######## block 1 ########
block_1/flops_by_reg.png
(4 px per um) Other sequential cells in the stronger gray, the rest of the logic in the fainter gray.
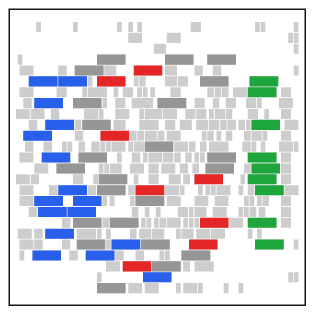

[src/rtl/otter_intrpt_ctrl_if.sv]
// Interrupt handshake and MMIO register bus between the CU/data bus (master)
// and the interrupt controller (slave).
interface otter_intrpt_ctrl_if;
  logic        intrpt_vld;
  logic        intrpt_taken;
  logic [1:0]  mmio_addr;
  logic        mmio_wr;
  logic        mmio_rd;
  logic [31:0] mmio_wdata;
  logic [31:0] mmio_rdata;

  modport master (
    input  intrpt_vld,
    input  mmio_rdata,
    output intrpt_taken,
    output mmio_addr,
    output mmio_wr,
    output mmio_rd,
    output mmio_wdata
  );

  modport slave (
    output intrpt_vld,
    output mmio_rdata,
    input  intrpt_taken,
    input  mmio_addr,
    input  mmio_wr,
    input  mmio_rd,
    input  mmio_wdata
  );
endinterface

[src/rtl/otter_intrpt_ctrl.sv]
// Memory-mapped interrupt controller: synchronizes and edge-latches sources,
// raises one level request to the CU and tracks the serviced source.
module otter_intrpt_ctrl #(
  parameter int unsigned NUM_SRC     = 8,
  parameter int unsigned SYNC_STAGES = 2
) (
  input  logic               clk,
  input  logic               rst_n,
  input  logic [NUM_SRC-1:0] irq_src,
  otter_intrpt_ctrl_if.slave bus
);

  localparam int unsigned ID_W   = 5;
  localparam int unsigned DATA_W = 32;

  localparam logic [1:0] ADDR_ENABLE  = 2'd0;
  localparam logic [1:0] ADDR_PENDING = 2'd1;
  localparam logic [1:0] ADDR_CAUSE   = 2'd2;
  localparam logic [1:0] ADDR_EOI     = 2'd3;

  typedef enum logic [1:0] {
    ST_IDLE    = 2'd0,
    ST_REQ     = 2'd1,
    ST_SERVICE = 2'd2
  } state_t;

  state_t              state_q;
  state_t              state_nxt;

  logic [NUM_SRC-1:0]  sync_q [SYNC_STAGES];
  logic [NUM_SRC-1:0]  edge_q;
  logic [NUM_SRC-1:0]  enable_q;
  logic [NUM_SRC-1:0]  pending_q;
  logic                cause_active_q;
  logic [ID_W-1:0]     cause_id_q;
  logic                intrpt_vld_q;
  logic [DATA_W-1:0]   rdata_q;

  logic [NUM_SRC-1:0]  rise_c;
  logic [NUM_SRC-1:0]  req_c;
  logic [NUM_SRC-1:0]  sel_oh_c;
  logic [ID_W-1:0]     sel_id_c;
  logic [NUM_SRC-1:0]  pending_nxt_c;
  logic [DATA_W-1:0]   rd_mux_c;
  logic                take_c;
  logic                eoi_c;
  logic                wr_enable_c;
  logic                wr_pending_c;
  logic                wr_eoi_c;
  logic                unused_wdata;

  assign unused_wdata = ^bus.mmio_wdata;

  assign wr_enable_c  = bus.mmio_wr && (bus.mmio_addr == ADDR_ENABLE);
  assign wr_pending_c = bus.mmio_wr && (bus.mmio_addr == ADDR_PENDING);
  assign wr_eoi_c     = bus.mmio_wr && (bus.mmio_addr == ADDR_EOI);

  // Edge detect on the synchronized line against its previous value
  assign rise_c = sync_q[SYNC_STAGES-1] & ~edge_q;
  assign req_c  = pending_q & enable_q;

  // Lowest set bit of the request vector wins
  assign sel_oh_c = req_c & (~req_c + NUM_SRC'(1));

  always_comb begin
    sel_id_c = '0;
    for (int i = int'(NUM_SRC) - 1; i >= 0; i--) begin
      if (req_c[i]) sel_id_c = ID_W'(i);
    end
  end

  // FSM next state plus capture/end-of-service strobes
  always_comb begin
    state_nxt = state_q;
    take_c    = 1'b0;
    eoi_c     = 1'b0;
    case (state_q)
      ST_IDLE: begin
        if (|req_c) state_nxt = ST_REQ;
      end
      ST_REQ: begin
        if (bus.intrpt_taken && (|req_c)) begin
          take_c    = 1'b1;
          state_nxt = ST_SERVICE;
        end else if (!(|req_c)) begin
          state_nxt = ST_IDLE;
        end
      end
      ST_SERVICE: begin
        if (wr_eoi_c) begin
          eoi_c     = 1'b1;
          state_nxt = ST_IDLE;
        end
      end
      default: state_nxt = ST_IDLE;
    endcase
  end

  // Clears apply first so a same-cycle edge always leaves the bit set
  always_comb begin
    pending_nxt_c = pending_q;
    if (wr_pending_c) pending_nxt_c = pending_nxt_c & ~bus.mmio_wdata[NUM_SRC-1:0];
    if (take_c)       pending_nxt_c = pending_nxt_c & ~sel_oh_c;
    pending_nxt_c = pending_nxt_c | rise_c;
  end

  always_comb begin
    rd_mux_c = '0;
    case (bus.mmio_addr)
      ADDR_ENABLE:  rd_mux_c = DATA_W'(enable_q);
      ADDR_PENDING: rd_mux_c = DATA_W'(pending_q);
      ADDR_CAUSE:   rd_mux_c = {cause_active_q, 26'd0, cause_id_q};
      ADDR_EOI:     rd_mux_c = '0;
      default:      rd_mux_c = '0;
    endcase
  end

  always_ff @(posedge clk) begin
    if (!rst_n) state_q <= ST_IDLE;
    else        state_q <= state_nxt;
  end

  always_ff @(posedge clk) begin
    if (!rst_n) begin
      for (int s = 0; s < int'(SYNC_STAGES); s++) sync_q[s] <= '0;
      edge_q         <= '0;
      enable_q       <= '0;
      pending_q      <= '0;
      cause_active_q <= 1'b0;
      cause_id_q     <= '0;
      intrpt_vld_q   <= 1'b0;
      rdata_q        <= '0;
    end else begin
      sync_q[0] <= irq_src;
      for (int s = 1; s < int'(SYNC_STAGES); s++) sync_q[s] <= sync_q[s-1];
      edge_q    <= sync_q[SYNC_STAGES-1];
      pending_q <= pending_nxt_c;
      if (wr_enable_c) enable_q <= bus.mmio_wdata[NUM_SRC-1:0];
      if (take_c) begin
        cause_active_q <= 1'b1;
        cause_id_q     <= sel_id_c;
      end else if (eoi_c) begin
        cause_active_q <= 1'b0;
      end
      // Registered from next state so the request drops for a full cycle between services
      intrpt_vld_q <= (state_nxt == ST_REQ);
      if (bus.mmio_rd) rdata_q <= rd_mux_c;
    end
  end

  assign bus.intrpt_vld = intrpt_vld_q;
  assign bus.mmio_rdata = rdata_q;

endmodule

[src/flat_wrapper.sv]
// flat-port wrapper written by rule: the top's interface ports become plain ports
module otter_intrpt_ctrl_flat 
#(
  parameter int unsigned NUM_SRC     = 8,
  parameter int unsigned SYNC_STAGES = 2
)
  (clk, rst_n, irq_src, bus_intrpt_vld, bus_mmio_rdata, bus_intrpt_taken, bus_mmio_addr, bus_mmio_wr, bus_mmio_rd, bus_mmio_wdata);
  otter_intrpt_ctrl_if bus_i ();
  input  logic clk;
  input  logic rst_n;
  input  logic [NUM_SRC-1:0] irq_src;
  output wire logic [$bits(bus_i.intrpt_vld)-1:0] bus_intrpt_vld;
  output wire logic [$bits(bus_i.mmio_rdata)-1:0] bus_mmio_rdata;
  input wire logic [$bits(bus_i.intrpt_taken)-1:0] bus_intrpt_taken;
  input wire logic [$bits(bus_i.mmio_addr)-1:0] bus_mmio_addr;
  input wire logic [$bits(bus_i.mmio_wr)-1:0] bus_mmio_wr;
  input wire logic [$bits(bus_i.mmio_rd)-1:0] bus_mmio_rd;
  input wire logic [$bits(bus_i.mmio_wdata)-1:0] bus_mmio_wdata;
  assign bus_intrpt_vld = bus_i.intrpt_vld;
  assign bus_mmio_rdata = bus_i.mmio_rdata;
  assign bus_i.intrpt_taken = bus_intrpt_taken;
  assign bus_i.mmio_addr = bus_mmio_addr;
  assign bus_i.mmio_wr = bus_mmio_wr;
  assign bus_i.mmio_rd = bus_mmio_rd;
  assign bus_i.mmio_wdata = bus_mmio_wdata;
  otter_intrpt_ctrl #(.NUM_SRC(NUM_SRC), .SYNC_STAGES(SYNC_STAGES)) u_core (.clk(clk), .rst_n(rst_n), .irq_src(irq_src), .bus(bus_i));
endmodule
[config.mk]
export PLATFORM = sky130hd
export DESIGN_NAME = otter_intrpt_ctrl_flat
export DESIGN_NICKNAME = d
export VERILOG_FILES = /design/src/rtl/otter_intrpt_ctrl_if.sv /design/src/rtl/otter_intrpt_ctrl.sv /design/src/flat_wrapper.sv
export SDC_FILE = /design/constraint.sdc
export NUM_CORES = 1
export LEC_CHECK = 0
export CAP_MARGIN = 40
export CORE_UTILIZATION = 45
export DETAILED_ROUTE_END_ITERATION = 10
export PLACE_DENSITY = 0.86
export SYNTH_ARGS = -nofsm -noshare
export SYNTH_HDL_FRONTEND = slang
export SYNTH_SLANG_ARGS = --single-unit
[constraint.sdc]
create_clock -name clk -period 1.78 [get_ports clk]
set_input_delay 0.356 -clock clk [delete_from_list [all_inputs] [get_ports clk]]
set_output_delay 0.356 -clock clk [all_outputs]
set_load 0.05 [all_outputs]
######## block 2 ########
<file path="config.mk">
export PLATFORM = sky130hd
export DESIGN_NAME = time_set_controller_flat
export DESIGN_NICKNAME = d
export VERILOG_FILES = /design/src/rtl/time_set_controller_pkg.sv /design/src/rtl/time_set_controller_if.sv /design/src/rtl/time_set_controller_wrap_counter.sv /design/src/rtl/time_set_controller.sv /design/src/flat_wrapper.sv
export SDC_FILE = /design/constraint.sdc
export NUM_CORES = 1
export LEC_CHECK = 0
export CORE_MARGIN = 2
export CORE_UTILIZATION = 52
export DETAILED_ROUTE_END_ITERATION = 8
export PLACE_DENSITY = 0.8
export RECOVER_POWER = 25
export SYNTH_ARGS = -nofsm -noshare
export SYNTH_HDL_FRONTEND = slang
export SYNTH_SLANG_ARGS = --single-unit
</file>
<file path="constraint.sdc">
create_clock -name clk -period 3.95 [get_ports clk]
set_clock_uncertainty 0.1 [all_clocks]
set_input_delay 0.5925 -clock clk [delete_from_list [all_inputs] [get_ports clk]]
set_output_delay 0.5925 -clock clk [all_outputs]
set_load 0.02 [all_outputs]
</file>
<file path="src/rtl/time_set_controller_pkg.sv">
// Shared definitions for the digital-clock time registers: mode enum,
// field limits and the common time-field width.
`timescale 1ns/1ps
package clock_pkg;

  localparam int TIME_W = 6;

  localparam logic [TIME_W-1:0] HOUR_MAX   = 6'd23;
  localparam logic [TIME_W-1:0] MINSEC_MAX = 6'd59;

  typedef enum logic [1:0] {
    RUN      = 2'd0,
    SET_HOUR = 2'd1,
    SET_MIN  = 2'd2,
    SET_SEC  = 2'd3
  } state_t;

  // Mode button walks RUN -> SET_HOUR -> SET_MIN -> SET_SEC -> RUN.
  function automatic state_t next_mode(input state_t s);
    case (s)
      RUN:      return SET_HOUR;
      SET_HOUR: return SET_MIN;
      SET_MIN:  return SET_SEC;
      default:  return RUN;
    endcase
  endfunction

endpackage

</file>
<file path="src/rtl/time_set_controller_if.sv">
// Button/tick inputs and time/blank outputs of the time-set controller.
// master: the side driving ticks and buttons; slave: the controller.
`timescale 1ns/1ps
interface time_set_controller_if;
  import clock_pkg::*;

  logic              tick_1hz;
  logic              mode_btn;
  logic              inc_btn;
  logic [TIME_W-1:0] hour_out;
  logic [TIME_W-1:0] min_out;
  logic [TIME_W-1:0] sec_out;
  logic              setting;
  logic [2:0]        field_blank;

  modport master (
    output tick_1hz, mode_btn, inc_btn,
    input  hour_out, min_out, sec_out, setting, field_blank
  );

  modport slave (
    input  tick_1hz, mode_btn, inc_btn,
    output hour_out, min_out, sec_out, setting, field_blank
  );

endinterface

</file>
<file path="src/rtl/time_set_controller_wrap_counter.sv">
// Time-field counter counting 0..MAX and wrapping to 0. carry flags an
// increment that wraps, so the next field can chain on it. A value forced
// above MAX also wraps to 0 on its next increment.
`timescale 1ns/1ps
module wrap_counter
  import clock_pkg::*;
#(
  parameter logic [TIME_W-1:0] MAX = MINSEC_MAX
) (
  input  logic              clk,
  input  logic              rst_n,
  input  logic              inc,
  output logic [TIME_W-1:0] value,
  output logic              carry
);

  assign carry = inc & (value >= MAX);

  // Field register: clear on reset, step or wrap on inc.
  always_ff @(posedge clk) begin
    if (!rst_n) begin
      value <= '0;
    end else if (inc) begin
      value <= (value >= MAX) ? '0 : value + 1'b1;
    end
  end

endmodule

</file>
<file path="src/rtl/time_set_controller.sv">
// Wall-clock time sequencer: advances hh:mm:ss on tick_1hz in RUN and lets
// the user step through SET_HOUR/SET_MIN/SET_SEC with mode_btn, bumping the
// selected field with inc_btn. Optional blink strobes are built when
// TIME_SET_BLINK_EN is defined; otherwise field_blank is tied to zero.
`timescale 1ns/1ps
module time_set_controller
  import clock_pkg::*;
#(
  parameter int BLINK_CYCLES = 25_000_000
) (
  input  logic                clk,
  input  logic                rst_n,
  time_set_controller_if.slave bus
);

  if (BLINK_CYCLES < 2) begin : g_bad_blink_cycles
    $error("BLINK_CYCLES must be at least 2");
  end

  state_t            state_q, state_d;
  logic              in_run, inc_ok;
  logic              sec_inc, min_inc, hour_inc;
  logic              sec_carry, min_carry, hour_carry_unused;
  logic [TIME_W-1:0] sec_val, min_val, hour_val;

  assign in_run = (state_q == RUN);
  // A mode press in the same cycle swallows the increment.
  assign inc_ok = bus.inc_btn & ~bus.mode_btn;

  // In RUN the tick ripples through the carry chain; in set modes only the
  // selected field sees inc and carries are not forwarded.
  assign sec_inc  = in_run ? bus.tick_1hz : ((state_q == SET_SEC)  & inc_ok);
  assign min_inc  = in_run ? sec_carry    : ((state_q == SET_MIN)  & inc_ok);
  assign hour_inc = in_run ? min_carry    : ((state_q == SET_HOUR) & inc_ok);

  wrap_counter #(.MAX(MINSEC_MAX)) u_sec (
    .clk(clk), .rst_n(rst_n), .inc(sec_inc), .value(sec_val), .carry(sec_carry)
  );

  wrap_counter #(.MAX(MINSEC_MAX)) u_min (
    .clk(clk), .rst_n(rst_n), .inc(min_inc), .value(min_val), .carry(min_carry)
  );

  wrap_counter #(.MAX(HOUR_MAX)) u_hour (
    .clk(clk), .rst_n(rst_n), .inc(hour_inc), .value(hour_val),
    .carry(hour_carry_unused)
  );

  // Mode state register.
  always_ff @(posedge clk) begin
    if (!rst_n) state_q <= RUN;
    else        state_q <= state_d;
  end

  // Next mode: only mode_btn moves the state.
  always_comb begin
    state_d = state_q;
    if (bus.mode_btn) state_d = next_mode(state_q);
  end

  assign bus.hour_out = hour_val;
  assign bus.min_out  = min_val;
  assign bus.sec_out  = sec_val;
  assign bus.setting  = ~in_run;

`ifdef TIME_SET_BLINK_EN
  localparam int CNT_W = $clog2(BLINK_CYCLES);

  logic [CNT_W-1:0] blink_cnt;
  logic             blink_phase;  // 1 = blank half-period

  // Blink timer: idle in RUN, restarted visible by any mode or valid inc.
  always_ff @(posedge clk) begin
    if (!rst_n || in_run || bus.mode_btn || inc_ok) begin
      blink_cnt   <= '0;
      blink_phase <= 1'b0;
    end else if (blink_cnt == CNT_W'(BLINK_CYCLES - 1)) begin
      blink_cnt   <= '0;
      blink_phase <= ~blink_phase;
    end else begin
      blink_cnt   <= blink_cnt + 1'b1;
    end
  end

  // Blank strobe for the field being edited during the blank half-period.
  always_comb begin
    bus.field_blank = 3'b000;
    if (blink_phase) begin
      case (state_q)
        SET_HOUR: bus.field_blank = 3'b100;
        SET_MIN:  bus.field_blank = 3'b010;
        SET_SEC:  bus.field_blank = 3'b001;
        default:  bus.field_blank = 3'b000;
      endcase
    end
  end
`else
  assign bus.field_blank = 3'b000;
`endif

endmodule

</file>
<file path="src/flat_wrapper.sv">
// flat-port wrapper written by rule: the top's interface ports become plain ports
module time_set_controller_flat import clock_pkg::*;
#(
  parameter int BLINK_CYCLES = 25_000_000
)
  (clk, rst_n, bus_tick_1hz, bus_mode_btn, bus_inc_btn, bus_hour_out, bus_min_out, bus_sec_out, bus_setting, bus_field_blank);
  time_set_controller_if bus_i ();
  input  logic clk;
  input  logic rst_n;
  input wire logic [$bits(bus_i.tick_1hz)-1:0] bus_tick_1hz;
  input wire logic [$bits(bus_i.mode_btn)-1:0] bus_mode_btn;
  input wire logic [$bits(bus_i.inc_btn)-1:0] bus_inc_btn;
  output wire logic [$bits(bus_i.hour_out)-1:0] bus_hour_out;
  output wire logic [$bits(bus_i.min_out)-1:0] bus_min_out;
  output wire logic [$bits(bus_i.sec_out)-1:0] bus_sec_out;
  output wire logic [$bits(bus_i.setting)-1:0] bus_setting;
  output wire logic [$bits(bus_i.field_blank)-1:0] bus_field_blank;
  assign bus_i.tick_1hz = bus_tick_1hz;
  assign bus_i.mode_btn = bus_mode_btn;
  assign bus_i.inc_btn = bus_inc_btn;
  assign bus_hour_out = bus_i.hour_out;
  assign bus_min_out = bus_i.min_out;
  assign bus_sec_out = bus_i.sec_out;
  assign bus_setting = bus_i.setting;
  assign bus_field_blank = bus_i.field_blank;
  time_set_controller #(.BLINK_CYCLES(BLINK_CYCLES)) u_core (.clk(clk), .rst_n(rst_n), .bus(bus_i));
endmodule
</file>
######## block 3 ########
--- config.mk ---
export PLATFORM = sky130hd
export DESIGN_NAME = mul_unit
export DESIGN_NICKNAME = d
export VERILOG_FILES = /design/src/rtl/mul_pkg.sv /design/src/rtl/mul_divider.sv /design/src/rtl/mul_unit.sv
export SDC_FILE = /design/constraint.sdc
export NUM_CORES = 2
export LEC_CHECK = 0
export CORE_MARGIN = 8
export CORE_UTILIZATION = 63
export CTS_CLUSTER_SIZE = 10
export DETAILED_ROUTE_END_ITERATION = 10
export GPL_TIMING_DRIVEN = 0
export PLACE_DENSITY = 0.8
export REMOVE_ABC_BUFFERS = 1
export SYNTH_ARGS = -nofsm -noshare
export SYNTH_HDL_FRONTEND = slang
export SYNTH_SLANG_ARGS = --single-unit
--- constraint.sdc ---
create_clock -name CLK -period 29.5 [get_ports CLK]
set_input_delay 5.9 -clock CLK [delete_from_list [all_inputs] [get_ports CLK]]
set_output_delay 5.9 -clock CLK [all_outputs]
set_load 0.005 [all_outputs]
--- src/rtl/mul_pkg.sv ---
// Shared constants for the RV32M arithmetic block: operand width and funct3 operation codes.
// Also carries the conditional-negate helper used by the signed divide path.
package mul_pkg;

    localparam int XLEN = 32;

    localparam logic [XLEN-1:0] SIGNED_MIN = {1'b1, {(XLEN-1){1'b0}}};

    localparam logic [2:0] SEL_MUL    = 3'b000;
    localparam logic [2:0] SEL_MULH   = 3'b001;
    localparam logic [2:0] SEL_MULHSU = 3'b010;
    localparam logic [2:0] SEL_MULHU  = 3'b011;
    localparam logic [2:0] SEL_DIV    = 3'b100;
    localparam logic [2:0] SEL_DIVU   = 3'b101;
    localparam logic [2:0] SEL_REM    = 3'b110;
    localparam logic [2:0] SEL_REMU   = 3'b111;

    function automatic logic [XLEN-1:0] cond_negate(input logic neg, input logic [XLEN-1:0] val);
        return neg ? (~val + 1'b1) : val;
    endfunction

endpackage

--- src/rtl/mul_divider.sv ---
// Combinational 32-bit signed/unsigned divider producing quotient and remainder.
// Divide-by-zero and signed-overflow results follow the RISC-V M-extension rules.
module mul_divider
    import mul_pkg::*;
#(
    parameter int WIDTH = XLEN
) (
    input  logic [WIDTH-1:0] i_dividend,
    input  logic [WIDTH-1:0] i_divisor,
    input  logic             i_signed,
    output logic [WIDTH-1:0] o_quot,
    output logic [WIDTH-1:0] o_rem
);

    logic             w_neg_a;
    logic             w_neg_b;
    logic [WIDTH-1:0] w_abs_a;
    logic [WIDTH-1:0] w_abs_b;
    logic [WIDTH-1:0] w_uquot;
    logic [WIDTH-1:0] w_urem;
    logic             w_div_zero;
    logic             w_overflow;

    // Signed division runs on magnitudes; signs are restored afterwards.
    assign w_neg_a = i_signed & i_dividend[WIDTH-1];
    assign w_neg_b = i_signed & i_divisor[WIDTH-1];
    assign w_abs_a = cond_negate(w_neg_a, i_dividend);
    assign w_abs_b = cond_negate(w_neg_b, i_divisor);

    assign w_div_zero = (i_divisor == '0);
    assign w_overflow = i_signed && (i_dividend == SIGNED_MIN) && (i_divisor == '1);

    assign w_uquot = w_div_zero ? '1 : (w_abs_a / w_abs_b);
    assign w_urem  = w_div_zero ? '0 : (w_abs_a % w_abs_b);

    always_comb begin
        o_quot = cond_negate(w_neg_a ^ w_neg_b, w_uquot);
        o_rem  = cond_negate(w_neg_a, w_urem);
        if (w_div_zero) begin
            o_quot = '1;
            o_rem  = i_dividend;
        end else if (w_overflow) begin
            o_quot = SIGNED_MIN;
            o_rem  = '0;
        end
    end

endmodule

--- src/rtl/mul_unit.sv ---
// RV32M execute-stage arithmetic: all eight M-extension ops with a single registered result.
// Define MUL_DIV_EN to compile in the divider; otherwise SELECT 100-111 yield zero.
module mul_unit
    import mul_pkg::*;
#(
    parameter int WIDTH = XLEN
) (
    input  logic             CLK,
    input  logic             RESET,
    output logic [WIDTH-1:0] RESULT,
    input  logic [WIDTH-1:0] DATA1,
    input  logic [WIDTH-1:0] DATA2,
    input  logic [2:0]       SELECT
);

    logic                      w_a_signed;
    logic                      w_b_signed;
    logic signed [2*WIDTH-1:0] w_a_ext;
    logic signed [2*WIDTH-1:0] w_b_ext;
    logic signed [2*WIDTH-1:0] w_prod;
    logic        [WIDTH-1:0]   w_next;
    logic        [WIDTH-1:0]   r_result_p1;

    // MUL ignores signedness, so only the high-half ops pick signed extension.
    assign w_a_signed = (SELECT == SEL_MULH) || (SELECT == SEL_MULHSU);
    assign w_b_signed = (SELECT == SEL_MULH);
    assign w_a_ext    = {{WIDTH{w_a_signed & DATA1[WIDTH-1]}}, DATA1};
    assign w_b_ext    = {{WIDTH{w_b_signed & DATA2[WIDTH-1]}}, DATA2};
    assign w_prod     = w_a_ext * w_b_ext;

`ifdef MUL_DIV_EN
    logic [WIDTH-1:0] w_quot;
    logic [WIDTH-1:0] w_rem;

    mul_divider #(
        .WIDTH (WIDTH)
    ) u_divider (
        .i_dividend (DATA1),
        .i_divisor  (DATA2),
        .i_signed   (~SELECT[0]),
        .o_quot     (w_quot),
        .o_rem      (w_rem)
    );
`endif

    always_comb begin
        w_next = '0;
        case (SELECT)
            SEL_MUL:                        w_next = w_prod[WIDTH-1:0];
            SEL_MULH, SEL_MULHSU, SEL_MULHU: w_next = w_prod[2*WIDTH-1:WIDTH];
`ifdef MUL_DIV_EN
            SEL_DIV, SEL_DIVU:              w_next = w_quot;
            SEL_REM, SEL_REMU:              w_next = w_rem;
`endif
            default:                        w_next = '0;
        endcase
    end

    // ---- stage p1: result register ----
    always_ff @(posedge CLK) begin
        if (RESET) begin
            r_result_p1 <= '0;
        end else begin
            r_result_p1 <= w_next;
        end
    end

    assign RESULT = r_result_p1;

endmodule

block_2/sizes.png
(10 px per um)
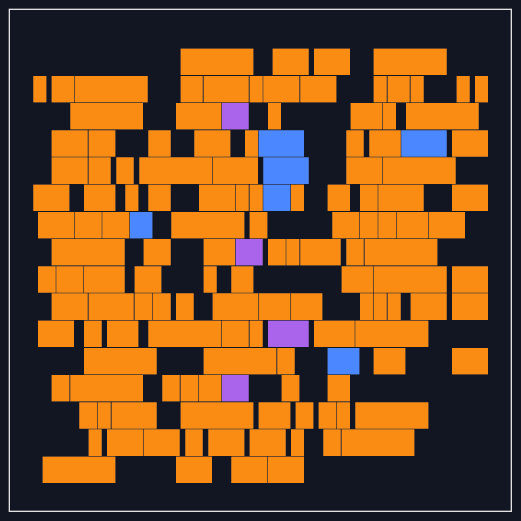
| color | size | cells | share |
|---|---|---|---|
| blue | _2 cells | 6 | 4.2% |
| orange | _0 and _1 cells | 132 | 93% |
| purple | _3 and _4 cells | 4 | 2.8% |
worst setup margin: 1.508 ns
Final Cell Area: 1340 um2

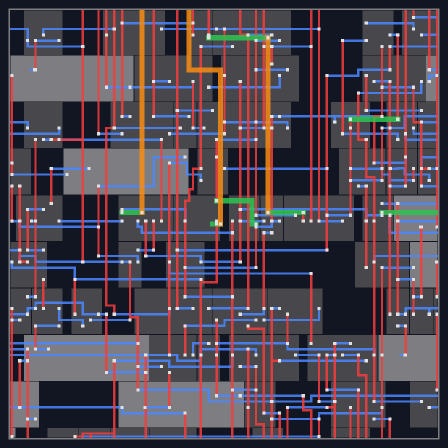
block_2/detail.png
Region (13, 13) to (38, 38) um. Cells in gray, sequential cells in the stronger gray; small squares are vias.
| color | layer |
|---|---|
| red | metal 2 |
| green | metal 3 |
| orange | metal 4 |
| blue | metal 1 |
most frequent: nor2_1 (4), nand3_1 (4), dfxtp_1 (4)
cells with their middle in the window: 52
sequential cells in the window: 4
netlist names of flops here include: u_core.u_hour.value (2)

==> out/qor.yml, block 2 <==
run_status:
  status: "finished, final reports clean"
yosys:
  synthMuxAreaShare: 0.03628
  topCellsByArea: "dfxtp_1 (36%), ha_1 (7.9%), nand3_1 (4.1%)"
  ys_sh_adder: 0.07937
  simple_gate_area_frac: 0.2256
  yosys_warnings: 0
  synth_flops: 20
  async_reset_ff_frac: 0
grt:
  grt_use_met1: 0.2467
  busiest_layer: "met2"
  grt_util_all_layers: 0.2044
  grt_first_pass_wirelength_um: 3988
clock_tree:
  clk_latency_ns: 0.30
  post-cts-setup-buffers: 0
  clk_pin_slew_ns: 0.10
placed_design:
  post_dp_cell_area_um2: 1344
drt:
  wl_per_cell_um: 13.51
  drtPass1Iterations: 4
  viasPerCell: 5.722
  ant_nets: 0
  met1_length_um: 1015
  drt_iter0_markers: 12
  vias: 967
layout:
  utilization: 0.6761
  clkbuf_count: 3
  instances_no_fill: 169
  n_antenna_cell: 0
  fillers: 159
  largestClassByArea: "logic gates"
  reg_top3: "u_core.u_hour.value (6), u_core.u_min.value (6), u_core.u_sec.value (6)"
timing:
  tightestPinTransition_ns: 0.7172
  tns_ns: 0
  fin_hold_ws_ns: 0.4319
critical_path:
  critPathTopFamily: "AND-OR/OR-AND gates"
  max_stage_delay_ns: 0.65
  arrival_ns: 2.58
job:
  drv_cap: 0
worst_hold_path:
  hold_depth: 2
die:
  die_y_um: 50.07
-- block 2: final timing paths --
path,endpoint,startpoint,slack (ns)
max,u_core.u_min.value[4],bus_mode_btn,1.51
min,u_core.u_hour.value[1],u_core.u_hour.value[1],0.43
max reg2reg,u_core.u_min.value[4],u_core.state_q[0],1.73
min reg2reg,u_core.u_hour.value[1],u_core.u_hour.value[1],0.43
-- block 2: tightest hold or removal path: stages (launching register included) --
cell	delay [ns]
dfxtp_1	0.36
nand3_1	0.07
o21ai_0	0.07
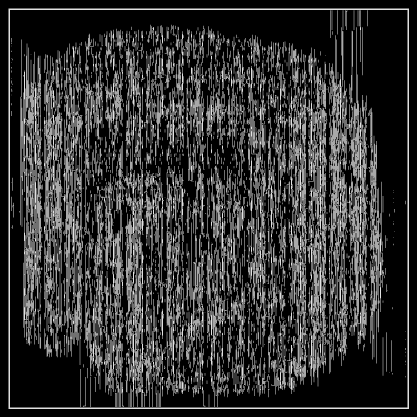
block_3/layer_met2.png
(1.5 px per um)
nets with wire on the layer: 4939
main direction: vertical
longest straight run: 108 um
wire length on this layer: 49.6 mm
share of all routed wire: 49%
via total after detailed routing: 28720
Routed WL: 100700 um

==> out/qor.yml, block 3 <==
die:
  fp_util: 0.6352
  core_area_um2: 61480
  row_count: 91
drt:
  drtPass1Iterations: 6
run_status:
  status: "finished, final reports clean"
placed_design:
  port_buffers: 100
layout:
  nNonClkBuffers: 105
  layout_top_cells: "inv_1 (1183), fa_1 (1125), nand2_1 (824)"
  n_antenna_cell: 0
grt:
  grt_first_pass_wirelength_um: 166900
clock_tree:
  clk_pin_slew_ns: 0.06
  clock_sinks: 32
timing:
  rsz0062_at_grt: "false"
yosys:
  yosysTopAreaCell: "fa_1"
## block 3: critical path, delay by kind of cell
family	cells	cell delay, ns
AOI/OAI and AO/OA	7	1.66
xor gates and xnor gates	2	0.26
adders and majority gates	9	5.26
buffers and inverters	8	1.94
and+or+nand+nor	2	0.74
## block 3: path summary, 6_finish.rpt
| kind | end | slack (ns) | cells after the start |
|---|---|---|---|
| worst max-delay path | RESULT[31] | 13.89 | 28 |
| worst min-delay path | RESULT[14] | 6.38 | 2 |
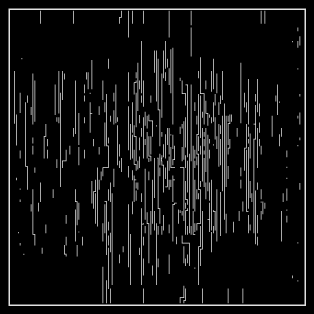
block_1/layer_met2.png
(4 px per um)
longest straight run: 28.9 um
share of all routed wire: 47%
main direction: vertical
nets with wire on the layer: 271
grt met2 use: 0.2803
Routed WL: 4114 um
via total after detailed routing: 1750

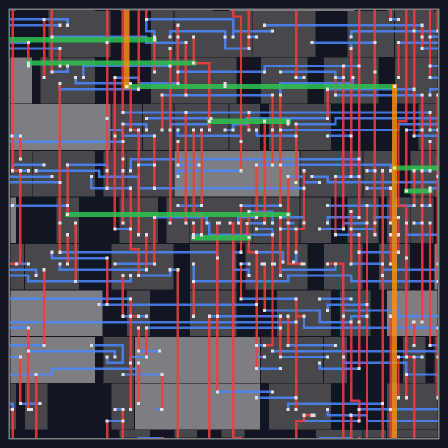
block_1/detail.png
Region (24, 24) to (49, 49) um. Cells in gray, sequential cells in the stronger gray; small squares are vias.
| color | layer |
|---|---|
| orange | metal 4 |
| red | metal 2 |
| green | metal 3 |
| blue | metal 1 |
cells with their middle in the window: 58
netlist names of flops here include: u_core.enable_q (2), u_core.pending_q (2)
most frequent: mux2i_1 (8), nand2_1 (7), dfxtp_1 (6)
sequential cells in the window: 6

Notes on block_1/flops_by_reg.png above:
| color | name in the netlist | flops |
|---|---|---|
| green | u_core.bus.mmio_rdata | 9 |
| red | u_core.enable_q | 8 |
| blue | u_core.sync_q | 16 |
not colored: 23
Finished Core Util: 0.5629
fraction of area in registers: 0.4135
Flop area: 1121 um2

==> out/qor.yml, block 1 <==
run_status:
  status: "finished, final reports clean"
layout:
  instances_no_fill: 360
  syn2layout_area_growth_pct: 17.52
  mostFrequentLayoutCell: "dfxtp_1"
  largest_register_ffs: 16
drt:
  wl_per_cell_um: 11.43
  routed-wl-met3_um: 237
  ant_nets: 0
  drt_iter0_markers: 80
  drtPass1Iterations: 4
  drcViolationCount: 0
placed_design:
  hpwl_um: 3074
  post_dp_cell_area_um2: 2621
die:
  die_width_um: 73.61
  die_y_um: 73.61
timing:
  final_hold_viol_count: 0
  tightestPinTransition_ns: 0.6498
  finalSetupViolations: 0
  finalClockPeriodUsage: 0.9018
yosys:
  ff_type: "dfxtp_1"
  synth_seq_share: 0.4859
  top_cell_area_share: 0.4859
  yosys_area_um2: 2307
grt:
  busiest_layer: "met2"
  overflow: 0
critical_path:
  rr_startpoint: "u_core.pending_q[4]"
  worstPathRequired_ns: 2.04
worst_hold_path:
  hold_end: "u_core.pending_q[7]"
clock_tree:
  hold_buffers: 0
[block 1: logic make-up after synthesis]
logic type | count (synthesis) | share of synthesized area
flip-flops | 56 | 0.4859
other | 1 | 0.001625
multiplexers | 14 | 0.06074
buffers and inverters | 45 | 0.1226
AND-OR/OR-AND | 46 | 0.1415
AND/OR/NAND/NOR | 90 | 0.1876
[block 1: Yosys cell counts (5+ instances only)]
cell type  number
and2_1         18
nand3_1         8
inv_1          12
nor2_1         28
buf_4          23
a21oi_1        16
nand2_1        23
dfxtp_1        56
o21ai_0         5
clkbuf_1        5
mux2i_1        14


## Gallery

Routing congestion.
(a)
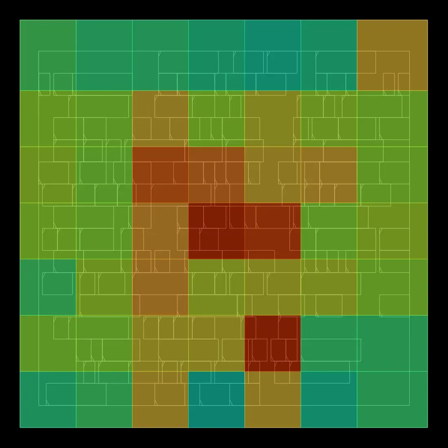
(b)
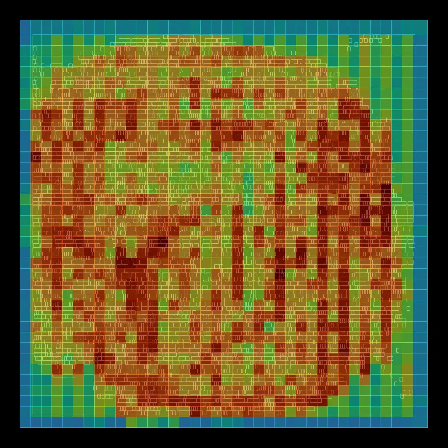
(c)
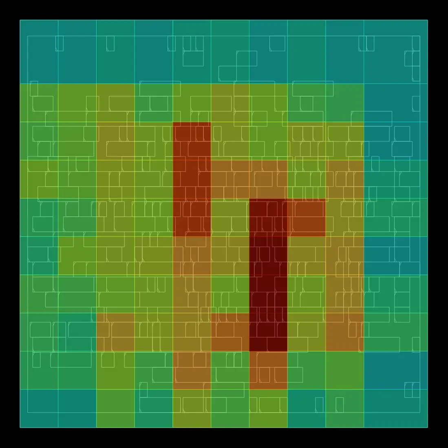
Of these, least wire per cell: (c)
Of these, lowest utilization: (c)
- (c) = block 1
- (a) = block 2
- (b) = block 3

